==================== spi_apb_bridge_flat
==> spi_apb_bridge_flat/pdn.png <==
Bar = 20 um. Pins as bars on the die edge.
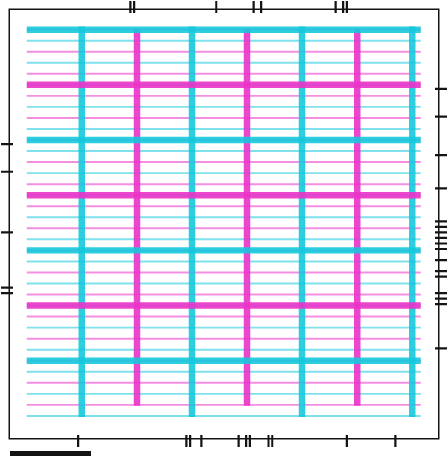

===== src/rtl/spi_apb_bridge_if.sv =====
// APB bus bundle between spi_apb_bridge (master) and the register file (slave).
interface spi_apb_bridge_if #(
  parameter int ADDR_WIDTH = 3,
  parameter int DATA_WIDTH = 8
);
  logic [ADDR_WIDTH-1:0]   paddr;
  logic [2:0]              pprot;
  logic                    psel;
  logic                    penable;
  logic                    pwrite;
  logic [DATA_WIDTH-1:0]   pwdata;
  logic [DATA_WIDTH/8-1:0] pstrb;
  logic                    pready;
  logic [DATA_WIDTH-1:0]   prdata;
  logic                    pslverr;

  // Handshake: a transfer is one setup cycle (psel=1, penable=0) followed by
  // access cycles (psel=1, penable=1) until the first cycle with pready=1, which
  // completes it and carries prdata/pslverr. paddr/pwrite/pwdata hold steady
  // from setup through that completing cycle; psel drops the cycle after.
  modport master (output paddr, pprot, psel, penable, pwrite, pwdata, pstrb,
                  input  pready, prdata, pslverr);
  modport slave  (input  paddr, pprot, psel, penable, pwrite, pwdata, pstrb,
                  output pready, prdata, pslverr);
endinterface


===== src/rtl/spi_apb_bridge.sv =====
// SPI mode-0 slave to APB master bridge. Each SPI frame becomes one APB
// transfer. SPI pins are oversampled in the pclk domain.
module spi_apb_bridge #(
  parameter int ADDR_WIDTH  = 3,
  parameter int DATA_WIDTH  = 8,
  parameter int SYNC_STAGES = 2
) (
  input  logic             pclk,
  input  logic             presetn,
  input  logic             sclk,
  input  logic             cs_n,
  input  logic             mosi,
  output logic             miso,
  output logic             busy,
  output logic             err,
  output logic [2:0]       dbg_spi_state,
  output logic [1:0]       dbg_apb_state,
  spi_apb_bridge_if.master apb
);

  localparam int CW = $clog2(DATA_WIDTH + 17);
  localparam logic [CW-1:0] C_CMD_LAST = CW'(7);
  localparam logic [CW-1:0] C_WR_LAST  = CW'(7 + DATA_WIDTH);
  localparam logic [CW-1:0] C_RD_LOAD  = CW'(16);
  localparam logic [CW-1:0] C_RD_LAST  = CW'(15 + DATA_WIDTH);

  typedef enum logic [2:0] {S_IDLE, S_CMD, S_WDATA, S_RDUMMY, S_RDATA, S_DONE} spi_state_t;
  typedef enum logic [1:0] {A_IDLE, A_SETUP, A_ACCESS} apb_state_t;

  logic [SYNC_STAGES-1:0] r_sclk_sync, r_cs_sync, r_mosi_sync;
  logic                   r_sclk_d;
  logic                   w_sclk_s, w_cs_s, w_mosi_s, w_rise, w_fall;

  spi_state_t             r_spi_state;
  logic [CW-1:0]          r_bit_cnt;
  logic [6:0]             r_cmd;
  logic [DATA_WIDTH-2:0]  r_wdata;
  logic [DATA_WIDTH-1:0]  r_tx;
  logic                   r_rd_seq;

  apb_state_t             r_apb_state;
  logic                   r_psel, r_penable, r_pwrite, r_cur_seq;
  logic [ADDR_WIDTH-1:0]  r_paddr;
  logic [DATA_WIDTH-1:0]  r_pwdata, r_rdata;
  logic                   r_rd_valid;
  logic                   r_pend_valid, r_pend_write, r_pend_seq;
  logic [ADDR_WIDTH-1:0]  r_pend_addr;
  logic [DATA_WIDTH-1:0]  r_pend_data;
  logic                   r_err;

  logic [7:0]             w_cmd_next;
  logic [DATA_WIDTH-1:0]  w_wdata_next;
  logic                   w_launch_rd, w_launch_wr, w_launch, w_take_launch, w_issue_pend;
  logic [ADDR_WIDTH-1:0]  w_l_addr;
  logic [DATA_WIDTH-1:0]  w_l_data;
  logic                   w_rd_return, w_late, w_done;

  assign w_sclk_s = r_sclk_sync[SYNC_STAGES-1];
  assign w_cs_s   = r_cs_sync[SYNC_STAGES-1];
  assign w_mosi_s = r_mosi_sync[SYNC_STAGES-1];
  assign w_rise   = w_sclk_s & ~r_sclk_d;
  assign w_fall   = ~w_sclk_s & r_sclk_d;

  // Synchronise the SPI pins and keep the previous sclk for edge detection.
  // cs_n resets high so reset never looks like the start of a frame.
  always_ff @(posedge pclk or negedge presetn) begin
    if (!presetn) begin
      r_sclk_sync <= '0;
      r_cs_sync   <= '1;
      r_mosi_sync <= '0;
      r_sclk_d    <= 1'b0;
    end else begin
      r_sclk_sync <= {r_sclk_sync[SYNC_STAGES-2:0], sclk};
      r_cs_sync   <= {r_cs_sync[SYNC_STAGES-2:0], cs_n};
      r_mosi_sync <= {r_mosi_sync[SYNC_STAGES-2:0], mosi};
      r_sclk_d    <= w_sclk_s;
    end
  end

  // Launch requests are combinational so the APB setup lands in the very next cycle.
  assign w_cmd_next   = {r_cmd, w_mosi_s};
  assign w_wdata_next = {r_wdata, w_mosi_s};
  assign w_launch_rd  = !w_cs_s && (r_spi_state == S_CMD) && w_rise &&
                        (r_bit_cnt == C_CMD_LAST) && !w_cmd_next[7];
  assign w_launch_wr  = !w_cs_s && (r_spi_state == S_WDATA) && w_rise &&
                        (r_bit_cnt == C_WR_LAST);
  assign w_launch     = w_launch_rd | w_launch_wr;
  assign w_l_addr     = w_launch_rd ? w_cmd_next[ADDR_WIDTH-1:0] : r_cmd[ADDR_WIDTH-1:0];
  assign w_l_data     = w_launch_wr ? w_wdata_next : '0;
  assign w_rd_return  = !w_cs_s && (r_spi_state == S_RDUMMY) && w_fall &&
                        (r_bit_cnt == C_RD_LOAD);
  assign w_late       = w_rd_return && !r_rd_valid;

  // SPI frame FSM: shifts in command/write data, shifts out read data; r_tx MSB is miso.
  always_ff @(posedge pclk or negedge presetn) begin
    if (!presetn) begin
      r_spi_state <= S_IDLE;
      r_bit_cnt   <= '0;
      r_cmd       <= '0;
      r_wdata     <= '0;
      r_tx        <= '0;
      r_rd_seq    <= 1'b0;
    end else if (w_cs_s) begin
      r_spi_state <= S_IDLE;
      r_bit_cnt   <= '0;
      r_tx        <= '0;
    end else begin
      case (r_spi_state)
        S_IDLE: begin
          r_spi_state <= S_CMD;
          r_bit_cnt   <= '0;
          r_tx        <= '0;
        end
        S_CMD: if (w_rise) begin
          r_cmd     <= w_cmd_next[6:0];
          r_bit_cnt <= r_bit_cnt + 1'b1;
          if (r_bit_cnt == C_CMD_LAST) begin
            r_spi_state <= w_cmd_next[7] ? S_WDATA : S_RDUMMY;
            if (!w_cmd_next[7]) r_rd_seq <= ~r_rd_seq;
          end
        end
        S_WDATA: if (w_rise) begin
          r_wdata   <= w_wdata_next[DATA_WIDTH-2:0];
          r_bit_cnt <= r_bit_cnt + 1'b1;
          if (r_bit_cnt == C_WR_LAST) r_spi_state <= S_DONE;
        end
        S_RDUMMY: begin
          if (w_rise) r_bit_cnt <= r_bit_cnt + 1'b1;
          if (w_rd_return) begin
            r_tx        <= r_rd_valid ? r_rdata : '0;
            r_spi_state <= S_RDATA;
          end
        end
        S_RDATA: begin
          if (w_rise) begin
            r_bit_cnt <= r_bit_cnt + 1'b1;
            if (r_bit_cnt == C_RD_LAST) begin
              r_spi_state <= S_DONE;
              r_tx        <= '0;
            end
          end else if (w_fall) begin
            r_tx <= {r_tx[DATA_WIDTH-2:0], 1'b0};
          end
        end
        S_DONE:  r_tx <= '0;
        default: r_spi_state <= S_IDLE;
      endcase
    end
  end

  // A launch arriving while the APB side is busy parks in the one-deep pending slot.
  assign w_take_launch = (r_apb_state == A_IDLE) && !r_pend_valid && w_launch;
  assign w_issue_pend  = (r_apb_state == A_IDLE) && r_pend_valid;
  assign w_done        = (r_apb_state == A_ACCESS) && apb.pready;

  // APB master FSM; a read result is kept only if it belongs to the latest read frame.
  always_ff @(posedge pclk or negedge presetn) begin
    if (!presetn) begin
      r_apb_state  <= A_IDLE;
      r_psel       <= 1'b0;
      r_penable    <= 1'b0;
      r_paddr      <= '0;
      r_pwrite     <= 1'b0;
      r_pwdata     <= '0;
      r_cur_seq    <= 1'b0;
      r_rdata      <= '0;
      r_rd_valid   <= 1'b0;
      r_pend_valid <= 1'b0;
      r_pend_write <= 1'b0;
      r_pend_seq   <= 1'b0;
      r_pend_addr  <= '0;
      r_pend_data  <= '0;
    end else begin
      case (r_apb_state)
        A_IDLE: begin
          if (w_issue_pend) begin
            r_apb_state <= A_SETUP;
            r_psel      <= 1'b1;
            r_penable   <= 1'b0;
            r_paddr     <= r_pend_addr;
            r_pwrite    <= r_pend_write;
            r_pwdata    <= r_pend_data;
            r_cur_seq   <= r_pend_seq;
          end else if (w_launch) begin
            r_apb_state <= A_SETUP;
            r_psel      <= 1'b1;
            r_penable   <= 1'b0;
            r_paddr     <= w_l_addr;
            r_pwrite    <= w_launch_wr;
            r_pwdata    <= w_l_data;
            r_cur_seq   <= ~r_rd_seq;
          end
        end
        A_SETUP: begin
          r_apb_state <= A_ACCESS;
          r_penable   <= 1'b1;
        end
        A_ACCESS: if (apb.pready) begin
          r_apb_state <= A_IDLE;
          r_psel      <= 1'b0;
          r_penable   <= 1'b0;
          if (!r_pwrite && (r_cur_seq == r_rd_seq)) begin
            r_rdata    <= apb.prdata;
            r_rd_valid <= 1'b1;
          end
        end
        default: r_apb_state <= A_IDLE;
      endcase
      if (w_launch && !w_take_launch) begin
        r_pend_valid <= 1'b1;
        r_pend_addr  <= w_l_addr;
        r_pend_write <= w_launch_wr;
        r_pend_data  <= w_l_data;
        r_pend_seq   <= ~r_rd_seq;
      end else if (w_issue_pend) begin
        r_pend_valid <= 1'b0;
      end
      if (w_launch_rd) r_rd_valid <= 1'b0;
    end
  end

  // Sticky error: missed read deadline or slave error on any completed transfer.
  always_ff @(posedge pclk or negedge presetn) begin
    if (!presetn)                            r_err <= 1'b0;
    else if (w_late || (w_done && apb.pslverr)) r_err <= 1'b1;
  end

  assign apb.paddr     = r_paddr;
  assign apb.pprot     = 3'b000;
  assign apb.psel      = r_psel;
  assign apb.penable   = r_penable;
  assign apb.pwrite    = r_pwrite;
  assign apb.pwdata    = r_pwdata;
  assign apb.pstrb     = '1;
  assign miso          = r_tx[DATA_WIDTH-1];
  assign busy          = r_psel;
  assign err           = r_err;
  assign dbg_spi_state = r_spi_state;
  assign dbg_apb_state = r_apb_state;

endmodule


===== src/flat_wrapper.sv =====
// flat-port wrapper written by rule: the top's interface ports become plain ports
module spi_apb_bridge_flat 
#(
  parameter int ADDR_WIDTH  = 3,
  parameter int DATA_WIDTH  = 8,
  parameter int SYNC_STAGES = 2
)
  (pclk, presetn, sclk, cs_n, mosi, miso, busy, err, dbg_spi_state, dbg_apb_state, apb_paddr, apb_pprot, apb_psel, apb_penable, apb_pwrite, apb_pwdata, apb_pstrb, apb_pready, apb_prdata, apb_pslverr);
  spi_apb_bridge_if #(.ADDR_WIDTH(ADDR_WIDTH), .DATA_WIDTH(DATA_WIDTH)) apb_i ();
  input  logic pclk;
  input  logic presetn;
  input  logic sclk;
  input  logic cs_n;
  input  logic mosi;
  output logic miso;
  output logic busy;
  output logic err;
  output logic [2:0] dbg_spi_state;
  output logic [1:0] dbg_apb_state;
  output wire logic [$bits(apb_i.paddr)-1:0] apb_paddr;
  output wire logic [$bits(apb_i.pprot)-1:0] apb_pprot;
  output wire logic [$bits(apb_i.psel)-1:0] apb_psel;
  output wire logic [$bits(apb_i.penable)-1:0] apb_penable;
  output wire logic [$bits(apb_i.pwrite)-1:0] apb_pwrite;
  output wire logic [$bits(apb_i.pwdata)-1:0] apb_pwdata;
  output wire logic [$bits(apb_i.pstrb)-1:0] apb_pstrb;
  input wire logic [$bits(apb_i.pready)-1:0] apb_pready;
  input wire logic [$bits(apb_i.prdata)-1:0] apb_prdata;
  input wire logic [$bits(apb_i.pslverr)-1:0] apb_pslverr;
  assign apb_paddr = apb_i.paddr;
  assign apb_pprot = apb_i.pprot;
  assign apb_psel = apb_i.psel;
  assign apb_penable = apb_i.penable;
  assign apb_pwrite = apb_i.pwrite;
  assign apb_pwdata = apb_i.pwdata;
  assign apb_pstrb = apb_i.pstrb;
  assign apb_i.pready = apb_pready;
  assign apb_i.prdata = apb_prdata;
  assign apb_i.pslverr = apb_pslverr;
  spi_apb_bridge #(.ADDR_WIDTH(ADDR_WIDTH), .DATA_WIDTH(DATA_WIDTH), .SYNC_STAGES(SYNC_STAGES)) u_core (.pclk(pclk), .presetn(presetn), .sclk(sclk), .cs_n(cs_n), .mosi(mosi), .miso(miso), .busy(busy), .err(err), .dbg_spi_state(dbg_spi_state), .dbg_apb_state(dbg_apb_state), .apb(apb_i));
endmodule

===== config.mk =====
export PLATFORM = sky130hd
export DESIGN_NAME = spi_apb_bridge_flat
export DESIGN_NICKNAME = d
export VERILOG_FILES = /design/src/rtl/spi_apb_bridge_if.sv /design/src/rtl/spi_apb_bridge.sv /design/src/flat_wrapper.sv
export SDC_FILE = /design/constraint.sdc
export NUM_CORES = 1
export LEC_CHECK = 0
export CAP_MARGIN = 20
export CORE_MARGIN = 4
export CORE_UTILIZATION = 40
export CTS_CLUSTER_SIZE = 16
export DETAILED_ROUTE_END_ITERATION = 7
export PLACE_DENSITY = 0.66
export RECOVER_POWER = 50
export SYNTH_ARGS = -nofsm -noshare
export SYNTH_HDL_FRONTEND = slang
export SYNTH_SLANG_ARGS = --single-unit

===== constraint.sdc =====
create_clock -name pclk -period 3 [get_ports pclk]
set_input_delay 0.6 -clock pclk [delete_from_list [all_inputs] [get_ports pclk]]
set_output_delay 0.6 -clock pclk [all_outputs]
set_load 0.01 [all_outputs]

==================== pipeline_ctrl
[src/rtl/pipeline_pkg.sv]
// Shared pipeline definitions: sequencer state encoding and RV32 major opcodes
// used by both the pipeline controller and the hazard unit.
package pipeline_pkg;

    typedef enum logic [1:0] {
        StRun     = 2'd0,
        StMemWait = 2'd1,
        StHalted  = 2'd2
    } pipe_state_e;

    localparam logic [6:0] OpcLoad   = 7'b0000011;
    localparam logic [6:0] OpcStore  = 7'b0100011;
    localparam logic [6:0] OpcBranch = 7'b1100011;
    localparam logic [6:0] OpcJal    = 7'b1101111;
    localparam logic [6:0] OpcJalr   = 7'b1100111;
    localparam logic [6:0] OpcSystem = 7'b1110011;

endpackage

[src/rtl/sat_counter.sv]
// Saturating up-counter with synchronous clear; holds at all-ones instead of wrapping.
module sat_counter #(
    parameter int unsigned CNT_W = 32
) (
    input  logic             clock,
    input  logic             clr,
    input  logic             inc,
    output logic [CNT_W-1:0] q
);

    always_ff @(posedge clock) begin
        if (clr) begin
            q <= '0;
        end else if (inc && (q != '1)) begin
            q <= q + CNT_W'(1);
        end
    end

endmodule

[src/rtl/pipeline_ctrl.sv]
// 5-stage pipeline sequencer: resolves halt, dmem wait, redirect and load-use stall into
// per-stage enables and registered valid bits, with stall/flush perf counters.
module pipeline_ctrl
    import pipeline_pkg::*;
#(
    parameter int unsigned WAIT_MAX = 255,
    parameter int unsigned CNT_W    = 32
) (
    input  logic             clock,
    input  logic             reset,
    input  logic             hz_stall,
    input  logic             ex_redirect,
    input  logic             me_mem_op,
    input  logic             dmem_ready,
    input  logic             wb_halt,
    output logic             if_en,
    output logic             id_en,
    output logic             ex_en,
    output logic             me_en,
    output logic             wb_en,
    output logic             id_valid,
    output logic             ex_valid,
    output logic             me_valid,
    output logic             wb_valid,
    output logic             pc_redirect,
    output logic             halted,
    output logic             mem_timeout,
    output logic [CNT_W-1:0] stall_cycles,
    output logic [CNT_W-1:0] flush_count
);

    localparam logic [CNT_W-1:0] WaitLast = CNT_W'(WAIT_MAX - 1);

    pipe_state_e      state_q, state_d;
    logic             id_valid_q, ex_valid_q, me_valid_q, wb_valid_q;
    logic             id_valid_d, ex_valid_d, me_valid_d, wb_valid_d;
    logic [CNT_W-1:0] wait_q, wait_d;
    logic             timeout_q, timeout_d;

    // Stage inputs only count when the stage actually holds an instruction.
    logic do_halt, do_freeze, do_redirect, do_stall;
    assign do_halt     = wb_valid_q & wb_halt;
    assign do_freeze   = me_valid_q & me_mem_op & ~dmem_ready;
    assign do_redirect = ex_valid_q & ex_redirect;
    assign do_stall    = id_valid_q & hz_stall;

    always_comb begin
        if_en       = 1'b0;
        id_en       = 1'b0;
        ex_en       = 1'b0;
        me_en       = 1'b0;
        wb_en       = 1'b0;
        pc_redirect = 1'b0;
        id_valid_d  = id_valid_q;
        ex_valid_d  = ex_valid_q;
        me_valid_d  = me_valid_q;
        wb_valid_d  = wb_valid_q;
        state_d     = state_q;
        wait_d      = wait_q;
        timeout_d   = timeout_q;

        if (reset || (state_q == StHalted)) begin
            // everything frozen
        end else if (do_halt) begin
            state_d = StHalted;
        end else if (do_freeze) begin
            wb_valid_d = 1'b0;
            state_d    = StMemWait;
            if (wait_q != '1) begin
                wait_d = wait_q + CNT_W'(1);
            end
            if (wait_q >= WaitLast) begin
                timeout_d = 1'b1;
            end
        end else begin
            // A pending wait resolves here and the cycle is decided as a normal RUN cycle.
            state_d    = StRun;
            wait_d     = '0;
            me_valid_d = ex_valid_q;
            wb_valid_d = me_valid_q;
            ex_en      = 1'b1;
            me_en      = 1'b1;
            wb_en      = 1'b1;
            if (do_redirect) begin
                if_en       = 1'b1;
                id_en       = 1'b1;
                pc_redirect = 1'b1;
                id_valid_d  = 1'b0;
                ex_valid_d  = 1'b0;
            end else if (do_stall) begin
                ex_valid_d = 1'b0;
            end else begin
                if_en      = 1'b1;
                id_en      = 1'b1;
                id_valid_d = 1'b1;
                ex_valid_d = id_valid_q;
            end
        end
    end

    always_ff @(posedge clock) begin
        if (reset) begin
            state_q    <= StRun;
            id_valid_q <= 1'b0;
            ex_valid_q <= 1'b0;
            me_valid_q <= 1'b0;
            wb_valid_q <= 1'b0;
            wait_q     <= '0;
            timeout_q  <= 1'b0;
        end else begin
            state_q    <= state_d;
            id_valid_q <= id_valid_d;
            ex_valid_q <= ex_valid_d;
            me_valid_q <= me_valid_d;
            wb_valid_q <= wb_valid_d;
            wait_q     <= wait_d;
            timeout_q  <= timeout_d;
        end
    end

    assign id_valid    = id_valid_q;
    assign ex_valid    = ex_valid_q;
    assign me_valid    = me_valid_q;
    assign wb_valid    = wb_valid_q;
    assign halted      = (state_q == StHalted);
    assign mem_timeout = timeout_q;

    logic stall_inc;
    assign stall_inc = ~if_en & ~reset & (state_q != StHalted);

    sat_counter #(
        .CNT_W (CNT_W)
    ) u_stall_cnt (
        .clock (clock),
        .clr   (reset),
        .inc   (stall_inc),
        .q     (stall_cycles)
    );

    sat_counter #(
        .CNT_W (CNT_W)
    ) u_flush_cnt (
        .clock (clock),
        .clr   (reset),
        .inc   (pc_redirect),
        .q     (flush_count)
    );

endmodule

[config.mk]
export PLATFORM = sky130hd
export DESIGN_NAME = pipeline_ctrl
export DESIGN_NICKNAME = d
export VERILOG_FILES = /design/src/rtl/pipeline_pkg.sv /design/src/rtl/sat_counter.sv /design/src/rtl/pipeline_ctrl.sv
export SDC_FILE = /design/constraint.sdc
export NUM_CORES = 1
export LEC_CHECK = 0
export CORE_ASPECT_RATIO = 1.5
export CORE_MARGIN = 1
export CORE_UTILIZATION = 35
export DETAILED_ROUTE_END_ITERATION = 12
export GPL_TIMING_DRIVEN = 1
export SLEW_MARGIN = 20
export SYNTH_ARGS = -nofsm -noshare
export SYNTH_HDL_FRONTEND = slang
export SYNTH_SLANG_ARGS = --single-unit
[constraint.sdc]
create_clock -name clock -period 4.49 [get_ports clock]
set_input_delay 0.449 -clock clock [delete_from_list [all_inputs] [get_ports clock]]
set_output_delay 0.449 -clock clock [all_outputs]
set_load 0.1 [all_outputs]
==================== layer_compositor
<file path="src/rtl/layer_compositor.sv">
// layer_compositor: two-stage pipelined layer compositor.
// Stage 1 picks the pixel (splash / priority mix / blank) and applies the
// halt dim. Stage 2 applies the fade level. The frame-synchronised fade
// FSM and the multiply exist only when LAYER_COMPOSITOR_FADE_EN is defined.
// Without it, the displayed mode follows game_state on every frame_start.
module layer_compositor #(
   parameter int NUM_LAYERS = 3,
   parameter int FADE_DIV   = 2
) (
   input  logic                    clk,
   input  logic                    rst_n,
   input  logic                    pix_valid,
   input  logic                    frame_start,
   input  logic [3:0]              game_state,
   input  logic [15:0]             layer_splash,
   input  logic [16*NUM_LAYERS-1:0] layers,
   output logic [11:0]             data_out,
   output logic                    data_valid,
   output logic [3:0]              active_mode,
   output logic                    busy
);
   localparam logic [3:0] MODE_BEGIN  = 4'd0;
   localparam logic [3:0] MODE_INGAME = 4'd1;
   localparam logic [3:0] MODE_HALT   = 4'd2;

   logic [3:0]  mode_q;
   logic [11:0] mix, sel;
   logic [11:0] s1_pix_q;
   logic [1:0]  vld_q;
   logic [11:0] out_q;
   logic        unused_bits;

   // Channel scale: (c * level) >> 4, level 16 is the identity
   function automatic logic [3:0] scale(input logic [3:0] c, input logic [4:0] l);
      logic [8:0] p;
      p = {5'd0, c} * {4'd0, l};
      return 4'(p >> 4);
   endfunction

   // Highest-index opaque layer wins; transparent everywhere gives black
   always_comb begin
      mix = 12'h000;
      unused_bits = ^layer_splash[3:0];
      for (int k = 0; k < NUM_LAYERS; k++) begin
         unused_bits = unused_bits ^ (^layers[16*k+1 +: 3]);
         if (layers[16*k]) mix = layers[16*k+4 +: 12];
      end
   end

   // Mode-dependent source selection with halt dim (uses pre-update mode)
   always_comb begin
      case (mode_q)
         MODE_BEGIN:  sel = layer_splash[15:4];
         MODE_INGAME: sel = mix;
         MODE_HALT:   sel = {1'b0, mix[11:9], 1'b0, mix[7:5], 1'b0, mix[3:1]};
         default:     sel = 12'h000;
      endcase
   end

`ifdef LAYER_COMPOSITOR_FADE_EN
   localparam logic [1:0] ST_IDLE = 2'd0;
   localparam logic [1:0] ST_OUT  = 2'd1;
   localparam logic [1:0] ST_IN   = 2'd2;
   localparam int CW = (FADE_DIV > 1) ? $clog2(FADE_DIV) : 1;
   localparam logic [CW-1:0] CNT_MAX = CW'(FADE_DIV - 1);

   logic [1:0]    state_q, state_d;
   logic [4:0]    lvl_q, lvl_d;
   logic [CW-1:0] cnt_q, cnt_d, cnt_nx;
   logic [3:0]    mode_d;
   logic          wrap;
   logic [4:0]    s1_lvl_q;

   // Fade FSM: decisions only on frame_start; the entry pulse from IDLE
   // counts as the first step pulse so a full fade is 32*FADE_DIV pulses
   always_comb begin
      state_d = state_q;
      lvl_d   = lvl_q;
      cnt_d   = cnt_q;
      mode_d  = mode_q;
      wrap    = (cnt_q == CNT_MAX);
      cnt_nx  = wrap ? '0 : cnt_q + CW'(1);
      if (frame_start) begin
         case (state_q)
            ST_IDLE: if (game_state != mode_q) begin
               state_d = ST_OUT;
               cnt_d   = cnt_nx;
               if (wrap) lvl_d = lvl_q - 5'd1;
            end
            ST_OUT: if (game_state == mode_q) begin
               state_d = ST_IN;
               cnt_d   = '0;
            end else begin
               cnt_d = cnt_nx;
               if (wrap) begin
                  if (lvl_q <= 5'd1) begin
                     lvl_d   = 5'd0;
                     mode_d  = game_state;
                     state_d = ST_IN;
                     cnt_d   = '0;
                  end else begin
                     lvl_d = lvl_q - 5'd1;
                  end
               end
            end
            ST_IN: if (game_state != mode_q) begin
               state_d = ST_OUT;
               cnt_d   = '0;
            end else begin
               cnt_d = cnt_nx;
               if (wrap) begin
                  lvl_d = lvl_q + 5'd1;
                  if (lvl_q >= 5'd15) begin
                     state_d = ST_IDLE;
                     cnt_d   = '0;
                  end
               end
            end
            default: begin
               state_d = ST_IDLE;
               lvl_d   = 5'd16;
               cnt_d   = '0;
            end
         endcase
      end
   end

   // Fade state registers
   always_ff @(posedge clk or negedge rst_n) begin
      if (!rst_n) begin
         state_q <= ST_IDLE;
         lvl_q   <= 5'd16;
         cnt_q   <= '0;
         mode_q  <= MODE_BEGIN;
      end else begin
         state_q <= state_d;
         lvl_q   <= lvl_d;
         cnt_q   <= cnt_d;
         mode_q  <= mode_d;
      end
   end

   // Level travels with the pixel through stage 1
   always_ff @(posedge clk or negedge rst_n) begin
      if (!rst_n)         s1_lvl_q <= 5'd16;
      else if (pix_valid) s1_lvl_q <= lvl_q;
   end

   // Stage 2: fade multiply
   always_ff @(posedge clk or negedge rst_n) begin
      if (!rst_n)       out_q <= 12'h000;
      else if (vld_q[0]) out_q <= {scale(s1_pix_q[11:8], s1_lvl_q),
                                   scale(s1_pix_q[7:4],  s1_lvl_q),
                                   scale(s1_pix_q[3:0],  s1_lvl_q)};
   end

   assign busy = (state_q != ST_IDLE);
`else
   // Mode follows the request directly at each frame boundary
   always_ff @(posedge clk or negedge rst_n) begin
      if (!rst_n)          mode_q <= MODE_BEGIN;
      else if (frame_start) mode_q <= game_state;
   end

   // Stage 2: plain register keeps latency at two cycles
   always_ff @(posedge clk or negedge rst_n) begin
      if (!rst_n)        out_q <= 12'h000;
      else if (vld_q[0]) out_q <= s1_pix_q;
   end

   assign busy = 1'b0;
`endif

   // Stage 1 pixel register and valid shift register
   always_ff @(posedge clk or negedge rst_n) begin
      if (!rst_n) begin
         s1_pix_q <= 12'h000;
         vld_q    <= 2'b00;
      end else begin
         vld_q <= {vld_q[0], pix_valid};
         if (pix_valid) s1_pix_q <= sel;
      end
   end

   assign data_out    = out_q;
   assign data_valid  = vld_q[1];
   assign active_mode = mode_q;
endmodule
</file>
<file path="config.mk">
export PLATFORM = sky130hd
export DESIGN_NAME = layer_compositor
export DESIGN_NICKNAME = d
export VERILOG_FILES = /design/src/rtl/layer_compositor.sv
export SDC_FILE = /design/constraint.sdc
export NUM_CORES = 1
export LEC_CHECK = 0
export CAP_MARGIN = 20
export CORE_ASPECT_RATIO = 0.6
export CORE_MARGIN = 2
export CORE_UTILIZATION = 39
export CTS_CLUSTER_DIAMETER = 120
export DETAILED_ROUTE_END_ITERATION = 7
export GPL_TIMING_DRIVEN = 0
export PLACE_DENSITY_LB_ADDON = 0.2
export SYNTH_ARGS = -nofsm -noshare
export SYNTH_HDL_FRONTEND = slang
export SYNTH_SLANG_ARGS = --single-unit
</file>
<file path="constraint.sdc">
create_clock -name clk -period 1.73 [get_ports clk]
set_input_delay 0.519 -clock clk [delete_from_list [all_inputs] [get_ports clk]]
set_output_delay 0.519 -clock clk [all_outputs]
set_load 0.005 [all_outputs]
</file>
==================== led_seq_ctrl
--- src/rtl/led_seq_ctrl.sv ---
// Multi-channel LED pattern sequencer.
// Each channel runs OFF, SOLID, BLINK or BURST patterns timed by one shared tick prescaler.
// Channels are loaded through a valid/ready command port; ready is high from the first cycle
// after reset and stays high.
// Optional build macro LED_ACTIVE_LOW_EN: when defined, o_led is the inverse of the lit state.
module led_seq_ctrl #(
  parameter int unsigned N_LED    = 4,
  parameter int unsigned TICK_DIV = 25,
  parameter int unsigned CNT_W    = 8
) (
  input  logic             i_clk,
  input  logic             i_rst,
  input  logic             i_cmd_valid,
  output logic             o_cmd_ready,
  input  logic [3:0]       i_cmd_led,
  input  logic [1:0]       i_cmd_mode,
  input  logic [CNT_W-1:0] i_cmd_on,
  input  logic [CNT_W-1:0] i_cmd_off,
  input  logic [CNT_W-1:0] i_cmd_rep,
  output logic [N_LED-1:0] o_led,
  output logic [N_LED-1:0] o_done,
  output logic             o_tick
);

  localparam int unsigned PreW = (TICK_DIV > 1) ? $clog2(TICK_DIV) : 1;
  localparam logic [PreW-1:0] PreMax = PreW'(TICK_DIV - 1);

  typedef enum logic [1:0] {
    ModeOff   = 2'd0,
    ModeSolid = 2'd1,
    ModeBlink = 2'd2,
    ModeBurst = 2'd3
  } mode_e;

  typedef enum logic [1:0] {
    StIdle  = 2'd0,
    StPhOn  = 2'd1,
    StPhOff = 2'd2
  } state_e;

  // Shared timebase
  logic [PreW-1:0] pre_q, pre_d;
  logic            ready_q, ready_d;
  logic            tick;

  // Per-channel state; on/off hold the phase length minus one, ready for reload
  mode_e            mode_q [N_LED];
  mode_e            mode_d [N_LED];
  state_e           st_q   [N_LED];
  state_e           st_d   [N_LED];
  logic [CNT_W-1:0] cnt_q  [N_LED];
  logic [CNT_W-1:0] cnt_d  [N_LED];
  logic [CNT_W-1:0] rep_q  [N_LED];
  logic [CNT_W-1:0] rep_d  [N_LED];
  logic [CNT_W-1:0] on_q   [N_LED];
  logic [CNT_W-1:0] on_d   [N_LED];
  logic [CNT_W-1:0] off_q  [N_LED];
  logic [CNT_W-1:0] off_d  [N_LED];
  logic [N_LED-1:0] led_q, led_d;
  logic [N_LED-1:0] done_q, done_d;

  // Decoded command fields; zero lengths are promoted to one
  logic             cmd_fire;
  logic [CNT_W-1:0] cmd_on_m1;
  logic [CNT_W-1:0] cmd_off_m1;
  logic [CNT_W-1:0] cmd_rep_c;

  // Prescaler only starts once ready is up, so the first tick lands TICK_DIV cycles after reset
  always_comb begin
    ready_d = 1'b1;
    pre_d   = pre_q;
    tick    = (pre_q == PreMax);
    if (ready_q) begin
      pre_d = tick ? '0 : pre_q + PreW'(1);
    end
  end

  // Command handshake and field normalisation
  always_comb begin
    cmd_fire   = i_cmd_valid & ready_q;
    cmd_on_m1  = (i_cmd_on == '0) ? '0 : i_cmd_on - CNT_W'(1);
    cmd_off_m1 = (i_cmd_off == '0) ? '0 : i_cmd_off - CNT_W'(1);
    cmd_rep_c  = (i_cmd_rep == '0) ? CNT_W'(1) : i_cmd_rep;
  end

  // Per-channel next state; a command on a channel takes priority over a coincident tick
  always_comb begin
    done_d = '0;
    led_d  = led_q;
    for (int ch = 0; ch < N_LED; ch++) begin
      mode_d[ch] = mode_q[ch];
      st_d[ch]   = st_q[ch];
      cnt_d[ch]  = cnt_q[ch];
      rep_d[ch]  = rep_q[ch];
      on_d[ch]   = on_q[ch];
      off_d[ch]  = off_q[ch];

      if (cmd_fire && (i_cmd_led == 4'(ch))) begin
        mode_d[ch] = mode_e'(i_cmd_mode);
        on_d[ch]   = cmd_on_m1;
        off_d[ch]  = cmd_off_m1;
        unique case (mode_e'(i_cmd_mode))
          ModeOff: begin
            st_d[ch]  = StIdle;
            cnt_d[ch] = '0;
            rep_d[ch] = '0;
            led_d[ch] = 1'b0;
          end
          ModeSolid: begin
            st_d[ch]  = StIdle;
            cnt_d[ch] = '0;
            rep_d[ch] = '0;
            led_d[ch] = 1'b1;
          end
          ModeBlink, ModeBurst: begin
            st_d[ch]  = StPhOn;
            cnt_d[ch] = cmd_on_m1;
            rep_d[ch] = cmd_rep_c;
            led_d[ch] = 1'b1;
          end
        endcase
      end else if (tick) begin
        unique case (st_q[ch])
          StPhOn: begin
            if (cnt_q[ch] == '0) begin
              st_d[ch]  = StPhOff;
              cnt_d[ch] = off_q[ch];
              led_d[ch] = 1'b0;
            end else begin
              cnt_d[ch] = cnt_q[ch] - CNT_W'(1);
            end
          end
          StPhOff: begin
            if (cnt_q[ch] != '0) begin
              cnt_d[ch] = cnt_q[ch] - CNT_W'(1);
            end else if (mode_q[ch] == ModeBlink) begin
              st_d[ch]  = StPhOn;
              cnt_d[ch] = on_q[ch];
              led_d[ch] = 1'b1;
            end else if (rep_q[ch] > CNT_W'(1)) begin
              rep_d[ch] = rep_q[ch] - CNT_W'(1);
              st_d[ch]  = StPhOn;
              cnt_d[ch] = on_q[ch];
              led_d[ch] = 1'b1;
            end else begin
              // Last burst pulse finished: fall back to OFF and flag completion
              mode_d[ch] = ModeOff;
              st_d[ch]   = StIdle;
              rep_d[ch]  = '0;
              led_d[ch]  = 1'b0;
              done_d[ch] = 1'b1;
            end
          end
          default: ;
        endcase
      end
    end
  end

  // State registers with synchronous active-high reset
  always_ff @(posedge i_clk) begin
    if (i_rst) begin
      pre_q   <= '0;
      ready_q <= 1'b0;
      led_q   <= '0;
      done_q  <= '0;
      for (int ch = 0; ch < N_LED; ch++) begin
        mode_q[ch] <= ModeOff;
        st_q[ch]   <= StIdle;
        cnt_q[ch]  <= '0;
        rep_q[ch]  <= '0;
        on_q[ch]   <= '0;
        off_q[ch]  <= '0;
      end
    end else begin
      pre_q   <= pre_d;
      ready_q <= ready_d;
      led_q   <= led_d;
      done_q  <= done_d;
      for (int ch = 0; ch < N_LED; ch++) begin
        mode_q[ch] <= mode_d[ch];
        st_q[ch]   <= st_d[ch];
        cnt_q[ch]  <= cnt_d[ch];
        rep_q[ch]  <= rep_d[ch];
        on_q[ch]   <= on_d[ch];
        off_q[ch]  <= off_d[ch];
      end
    end
  end

  // Output mapping
  always_comb begin
    o_cmd_ready = ready_q;
    o_tick      = tick;
    o_done      = done_q;
`ifdef LED_ACTIVE_LOW_EN
    o_led       = ~led_q;
`else
    o_led       = led_q;
`endif
  end

endmodule

--- config.mk ---
export PLATFORM = sky130hd
export DESIGN_NAME = led_seq_ctrl
export DESIGN_NICKNAME = d
export VERILOG_FILES = /design/src/rtl/led_seq_ctrl.sv
export SDC_FILE = /design/constraint.sdc
export NUM_CORES = 1
export LEC_CHECK = 0
export CAP_MARGIN = 20
export CELL_PAD_IN_SITES_DETAIL_PLACEMENT = 2
export CELL_PAD_IN_SITES_GLOBAL_PLACEMENT = 2
export CORE_MARGIN = 2
export CORE_UTILIZATION = 35
export CTS_CLUSTER_SIZE = 25
export DETAILED_ROUTE_END_ITERATION = 10
export PLACE_DENSITY = 0.85
export SYNTH_ARGS = -nofsm -noshare
export SYNTH_HDL_FRONTEND = slang
export SYNTH_SLANG_ARGS = --single-unit
--- constraint.sdc ---
create_clock -name i_clk -period 2.7 [get_ports i_clk]
set_input_delay 0.54 -clock i_clk [delete_from_list [all_inputs] [get_ports i_clk]]
set_output_delay 0.54 -clock i_clk [all_outputs]
set_load 0.03 [all_outputs]
==> spi_apb_bridge_flat/final_congestion.png <==
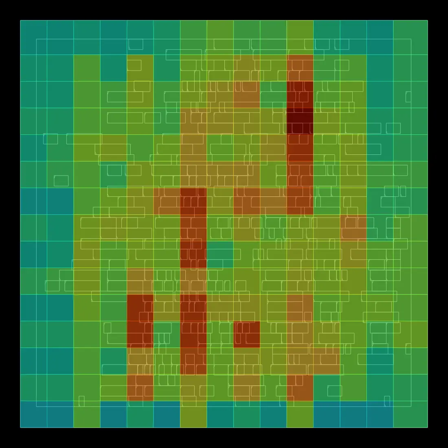
fin util: 0.489
most used routing layer: met2

Notes on spi_apb_bridge_flat/pdn.png above:
| colour | net |
|---|---|
| cyan | VSS |
| magenta | VDD |
signal pins: 41
met4 straps: 7
met1 rails: 36
met5 straps: 7

==> run summary, spi_apb_bridge_flat <==
This memo summarizes the results of the implementation run.

Logic synthesis
The compound-gate portion of the synthesized area is 0.121. The post-synthesis average cell area is 11.4 um2. The number of different library cells in the post-synthesis netlist is 53. The count of state elements after synthesis is 79.

Timing
The final timing report lists a max-slew violation count of 76. The maximum achievable frequency is 380 MHz. The shortest clock period the worst path allows after layout is 2630 ps.

Run status
The checks that failed: capacitance limit, slew limit. The run finished, with violations left.

Setup path
For flop-to-flop paths, the worst setup slack is 370 ps. For this run, the slowest stage of the critical path takes 540 ps. The critical register-to-register path endpoint is u_core.apb.pwdata[2]. The worst setup path is launched from a flop.

The required time at the worst endpoint is listed as 3280 ps.

Power
The peak supply drop is 250 uV.

Global route
Routing resource usage on met1 recorded by global route was 0.197.

Flow run
In this run the tools logged warnings totalling 27. The number of maximum-capacitance violations is 1.

Floorplanning
According to the tapcell log, the count of inserted taps is 129.

Finish
Of all the cell area in the finished design, the clock network holds 0.0491.

Detailed routing
The detailed route wirelength on metal2 is 3.63 mm.
[spi_apb_bridge_flat: per-stage QoR]
step	instance area, um2	utilization	cells
floorplan	3810	-	336
global placement	4300	0.466	492
detailed placement	4300	0.466	492
CTS	4520	0.490	508
global route	4510	0.489	509
finish	4510	0.489	509
[spi_apb_bridge_flat: sequential cells by signal, indices dropped and copies added (netlist names), 3 cells and up]
register	count
u_core.apb.pwdata	8
u_core.r_pend_data	8
u_core.r_rdata	8
u_core.r_tx	8
u_core.r_cmd	7
u_core.r_wdata	7
u_core.r_bit_cnt	5
u_core.apb.paddr	3
u_core.dbg_spi_state	3
u_core.r_pend_addr	3
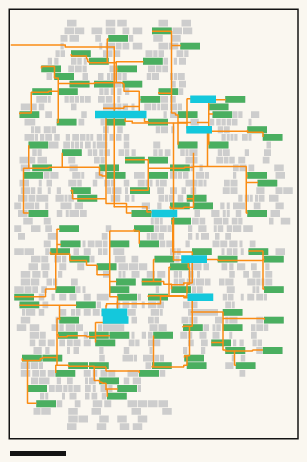
(pipeline_ctrl/clock_map.png)
Bar = 20 um.
[cyan] cells driving clock nets | count: 9
[orange] clock wires | length: 1330 um
[green] flip-flops | count: 103
routed clock nets: 10

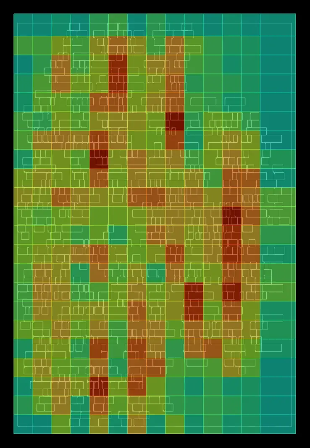
(pipeline_ctrl/final_congestion.png)
most used routing layer: met2
routing usage on met2: 0.315
fin util: 0.448
global-route usage over all layers: 0.186

==> run summary, pipeline_ctrl <==
This memo summarizes the results of the implementation run.

Finish
The layout report gives the register share of total cell area as 0.314. The biggest slice of the area belongs to logic gates. The synthesis-to-finish area growth is 23.6%. The area taken by sequential standard cells is reported as 0.00206 mm2.

The final layout report lists a non-clock inverter count of 18. The non-filler instance count after layout is 906. The share of cells above drive strength 1 is 0.0732.

Logic synthesis
Per the Yosys statistics, synthesis produced 644 cells. The commonest cells after synthesis are sky130_fd_sc_hd__dfxtp_1, sky130_fd_sc_hd__a21oi_1, sky130_fd_sc_hd__nand2_1. The post-synthesis cell area is 0.00532 mm2.

The share of the synthesized area in the top cell type is 0.388. The number of warnings printed during yosys synthesis is 0. After synthesis the netlist holds a flip-flop and latch count of 103. Summed over all instances, the cell type with the most area after synthesis is sky130_fd_sc_hd__dfxtp_1.

Setup path
The critical path is of the in -> out type. Per the timing report, the most critical flop-to-flop path finishes at u_flush_cnt.q[7]. STA lists the maximum fanout along the critical path as 19. The beginning of the worst register-to-register path is u_flush_cnt.q[15]. The worst setup path startpoint is dmem_ready.

The cell type of the slowest stage on the worst timing path is sky130_fd_sc_hd__clkdlybuf4s50_1.

Power
The leakage power in the latest report is 1.95 nW. Of all power groups, the one with the highest power is registers. The post-layout total power is 1.88 mW.

Of the total power, the share spent switching nets is 0.254. The combinational group share of total power is 0.068.

Place
Buffers placed on the I/O ports in this run total 82. The half-perimeter wire length after placement is 10.3 mm. After its last routability iteration, the placer logged a weighted congestion of 0.900.

Timing
The transition time at the pin with the least slew margin is 1000 ps. The post-route worst hold slack is 487 ps. The final number of max-transition violations is 0.

Setup repair after global routing left no endpoint under its margin.

Floorplanning
In this run the count of I/O pins placed on the die edge is 83. The core utilization before placement is 0.363.

Detailed routing
The detailed route wirelength on metal2 is 7.22 mm. Per the detail_route report, routed wire per instance is 16.0 um. The number of vias in the routed layout is 5345. After detailed routing, no signal wire sits above met4. The number of nets with antenna violations after routing is 0. The first detailed-routing pass ran for 5 iterations. The met3 wire length is 599 um.

Global route
The global-route wire length before repair is 23.7 mm. The met1 track demand over resource in global routing is 0.233. The total overflow reported by the global router is 0. Entering global routing, the biggest net connects 39 pins.

Clocking
The number of hold-repair buffers added at the cts stage is 0.

Run status
The flow ran to the end, and the final reports show no timing, DRC or antenna violations.
==> pipeline_ctrl: tightest hold or removal path, stage by stage, from the launching register on <==
cell                      delay (ps)
sky130_fd_sc_hd__dfxtp_1         330
sky130_fd_sc_hd__nand2_1          60
sky130_fd_sc_hd__mux2i_1          50
==> pipeline_ctrl: cells by family after synthesis <==
family	Yosys count	synth area share
xor+xnor	2	0.00329
flops	103	0.388
fa+ha+maj	4	0.00941
simple gates	291	0.321
mux	10	0.0207
compound gates	179	0.215
buf+inv	55	0.0428
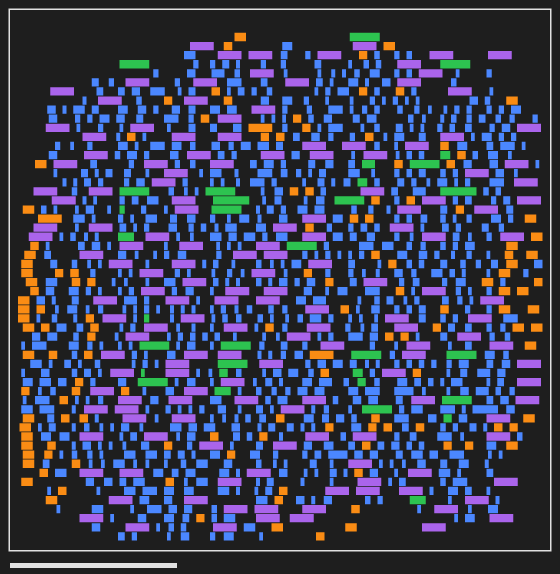
(led_seq_ctrl/cell_classes.png)
Bar = 50 um.
| colour | class | cells | share of their area |
|---|---|---|---|
| orange | other buffers and delay cells | 131 | 11% |
| purple | flip-flops | 158 | 31% |
| blue | all other logic | 902 | 52% |
| green | clock drivers and dummy loads | 32 | 5.9% |
flop share of the area: 0.300
site row count: 57

==> run summary, led_seq_ctrl <==
This memo summarizes the results of the implementation run.

Clocking
The buffer depth of the longest clock path is 2. TritonCTS built the clock tree. Per the skew report, the later register of the worst-skew pair sees a clock latency of 450 ps. The number of hold-repair buffers added at the cts stage is 0.

Logic synthesis
A synthesized cell averages 7.68 um2. Per the synthesis report, the adder-cell share of the synthesized area is 0.0302. Yosys reported that registers with async set or reset make up 0. When the netlist entered floorplanning its net count stood at 1189. The number of enable-type register cells in the synthesized netlist is 0.

Setup path
The endpoint class of the critical path is an output pin. Looking at the reg2reg group, the worst path ends at rep_q[1][7]. In the setup report, the worst path falls into the class reg -> out. The startpoint identified for the worst register-to-register timing path is cnt_q[1][0].

Finish
The number of sequential storage elements is 158. For this run, the share of the core covered by cells in the final layout is 0.433. The total of clock buffers placed in the layout is 21. Between the synthesized netlist and the finished layout, the area growth was recorded as 21.2%. Of all the cell area in the finished design, non-clock buffers hold 0.106. The biggest area consumer among cell classes is logic gates.

Timing
The final-layout setup total negative slack is 0 ps. Setup repair after global routing left no endpoint under its margin.

Run status
The run finished with clean final reports.

Global route
The global routing report lists met1 layer usage as 0.337. Entering global routing, the biggest net connects 54 pins.

Worst hold path
The count of cells along the worst hold path is 2. The startpoint of the lowest-slack hold path is off_q[2][4].

Floorplanning
The core region is 0.0244 mm2. The count of boundary I/O pins is 43.

Place
The final estimated routing congestion in global placement is 0.848.

Power
In this run the VDD rail shows a maximum IR drop of 352 uV.
==> led_seq_ctrl: report_power, final <==
| part | total [mW] | leakage, nW | internal (mW) | switching [mW] |
|---|---|---|---|---|
| combinational | 0.533 | 2.21 | 0.198 | 0.335 |
| sequential | 2.37 | 1.27 | 2.35 | 0.0218 |
| clock | 2.57 | 0.288 | 1.45 | 1.12 |
| total | 5.47 | 3.78 | 4.00 | 1.48 |
==> led_seq_ctrl: metrics by stage <==
stage	instance area (um2)	std cells
2_1_floorplan	8710	1135
3_3_place_gp	9930	1515
3_5_place_dp	9930	1515
4_1_cts	10500	1547
5_1_grt	10600	1547
6_report	10600	1547
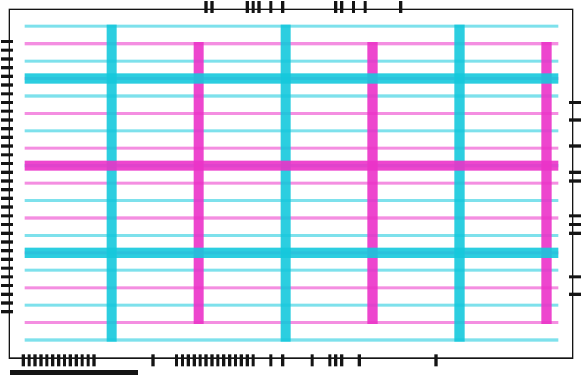
(layer_compositor/pdn.png)
Bar = 20 um. Pins as bars on the die edge.
| colour | net |
|---|---|
| magenta | VDD |
| cyan | VSS |
rows: 18
met1 rails: 19
met5 straps: 3
signal pins: 90
met4 straps: 6
vertical die size: 54.2 um
worst-case vdd ir drop: 365 uV
Die W: 87.7 um
core area: 0.00408 mm2

==> run summary, layer_compositor <==
This memo summarizes the results of the implementation run.

Setup path
The signal arrival time at the worst endpoint is 1180 ps. The worst setup path startpoint is active_mode[3].

Detailed routing
The violation tally recorded at the end of detailed-routing iteration 0 is 112. Before antenna repair, the detailed router went through 4 iterations.

Power
The cell internal power dissipation is 1.51 mW. The switching power of the nets is 0.493 mW. The switching portion of total power is 0.246. Power attributed to the clock group is 0.721 mW.

Flow run
The tool flagged a number of max-cap violations equal to 0.

Place
The final estimated routing congestion in global placement is 0.809.

Logic synthesis
The dominant kind of combinational cell is AND-OR/OR-AND gates. During synthesis, Yosys emitted a total of 0 warnings. The most area-hungry cell type in the Yosys netlist is sky130_fd_sc_hd__dfrtp_1.

Finish
The synthesis-to-finish area growth is 74.0%. The biggest area consumer among cell classes is logic gates.

Run status
The flow ran to the end, and the final reports show no timing, DRC or antenna violations.

Global route
The maximum number of pins on one net before global-route repair is 21.

Floorplanning
The count of standard-cell rows is 18.
layer_compositor: per-layer routing:
layer  vias up  GRT usage  part of all wire
li1        721          -                 -
met1       770      0.317              0.45
met2        80      0.360              0.46
met3        10     0.0603             0.074
met4         0     0.0744             0.013
met5         -          0                 0
layer_compositor: cells by family after synthesis:
| group | after synthesis |
|---|---|
| flip-flops | 30 |
| AND-OR/OR-AND | 34 |
| AND/OR/NAND/NOR | 48 |
| other | 1 |
| buffers and inverters | 9 |
| multiplexers | 16 |


==> notes/layouts.md <==
Pictures saved along the way, in no particular order.

Cells coloured by class.
Bar = 20 um.
image #1
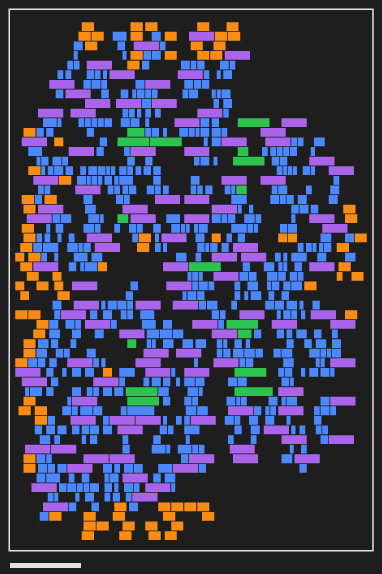
image #2
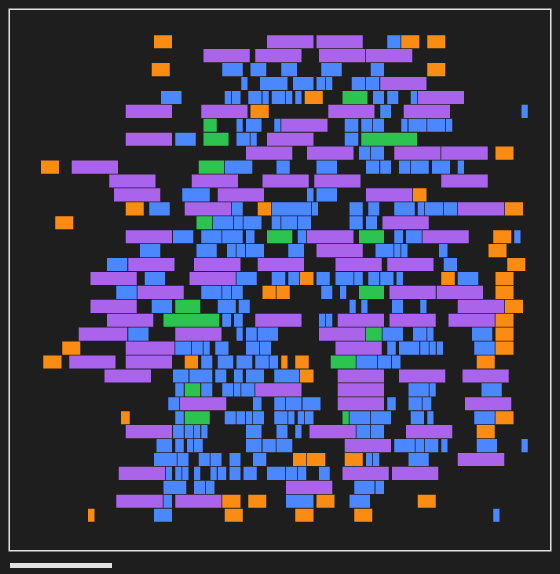
image #3
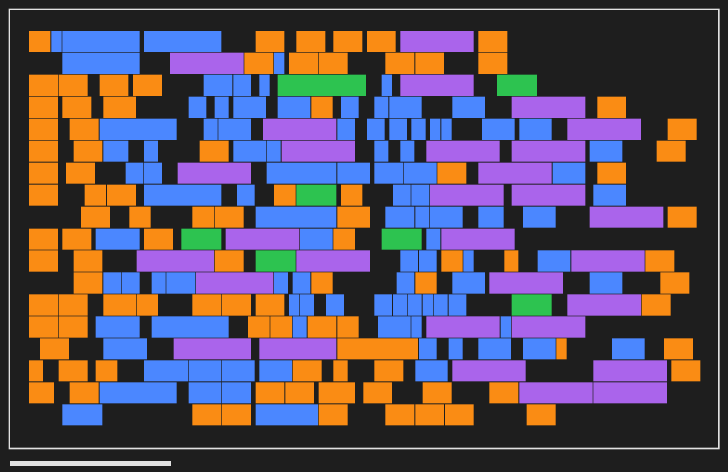
- smallest die: image #3
- fewest cells: image #3
layer_compositor: image #3
pipeline_ctrl: image #1
spi_apb_bridge_flat: image #2

Key to image #2:
| colour | class | cells | share of their area |
|---|---|---|---|
| purple | flip-flops | 79 | 45% |
| orange | other buffers and delay cells | 48 | 10% |
| blue | all other logic | 237 | 39% |
| green | clock drivers and dummy loads | 16 | 5.1% |


==> screenshots <==
Clock wires, drivers and flops.
panel A
Bar = 20 um.
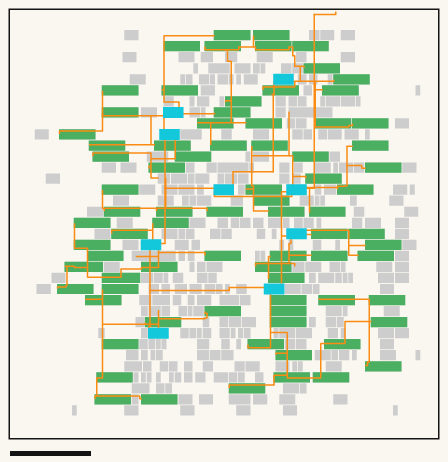
panel B
Bar = 50 um.
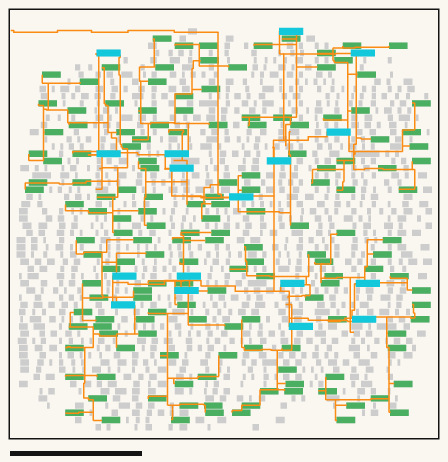
panel C
Bar = 20 um.
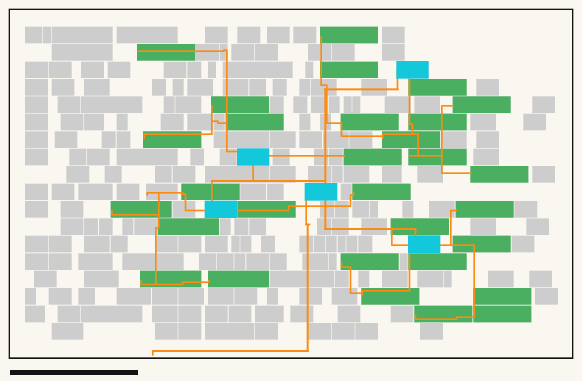
For spi_apb_bridge_flat, see panel A.
For led_seq_ctrl, see panel B.
For layer_compositor, see panel C.

Key to panel B:
[cyan] cells driving clock nets | count: 17
[orange] clock wires | length: 2540 um
[green] flip-flops | count: 158
routed clock nets: 18
flops lie: spread over the die

Power is estimated from default activity; no workload was simulated.
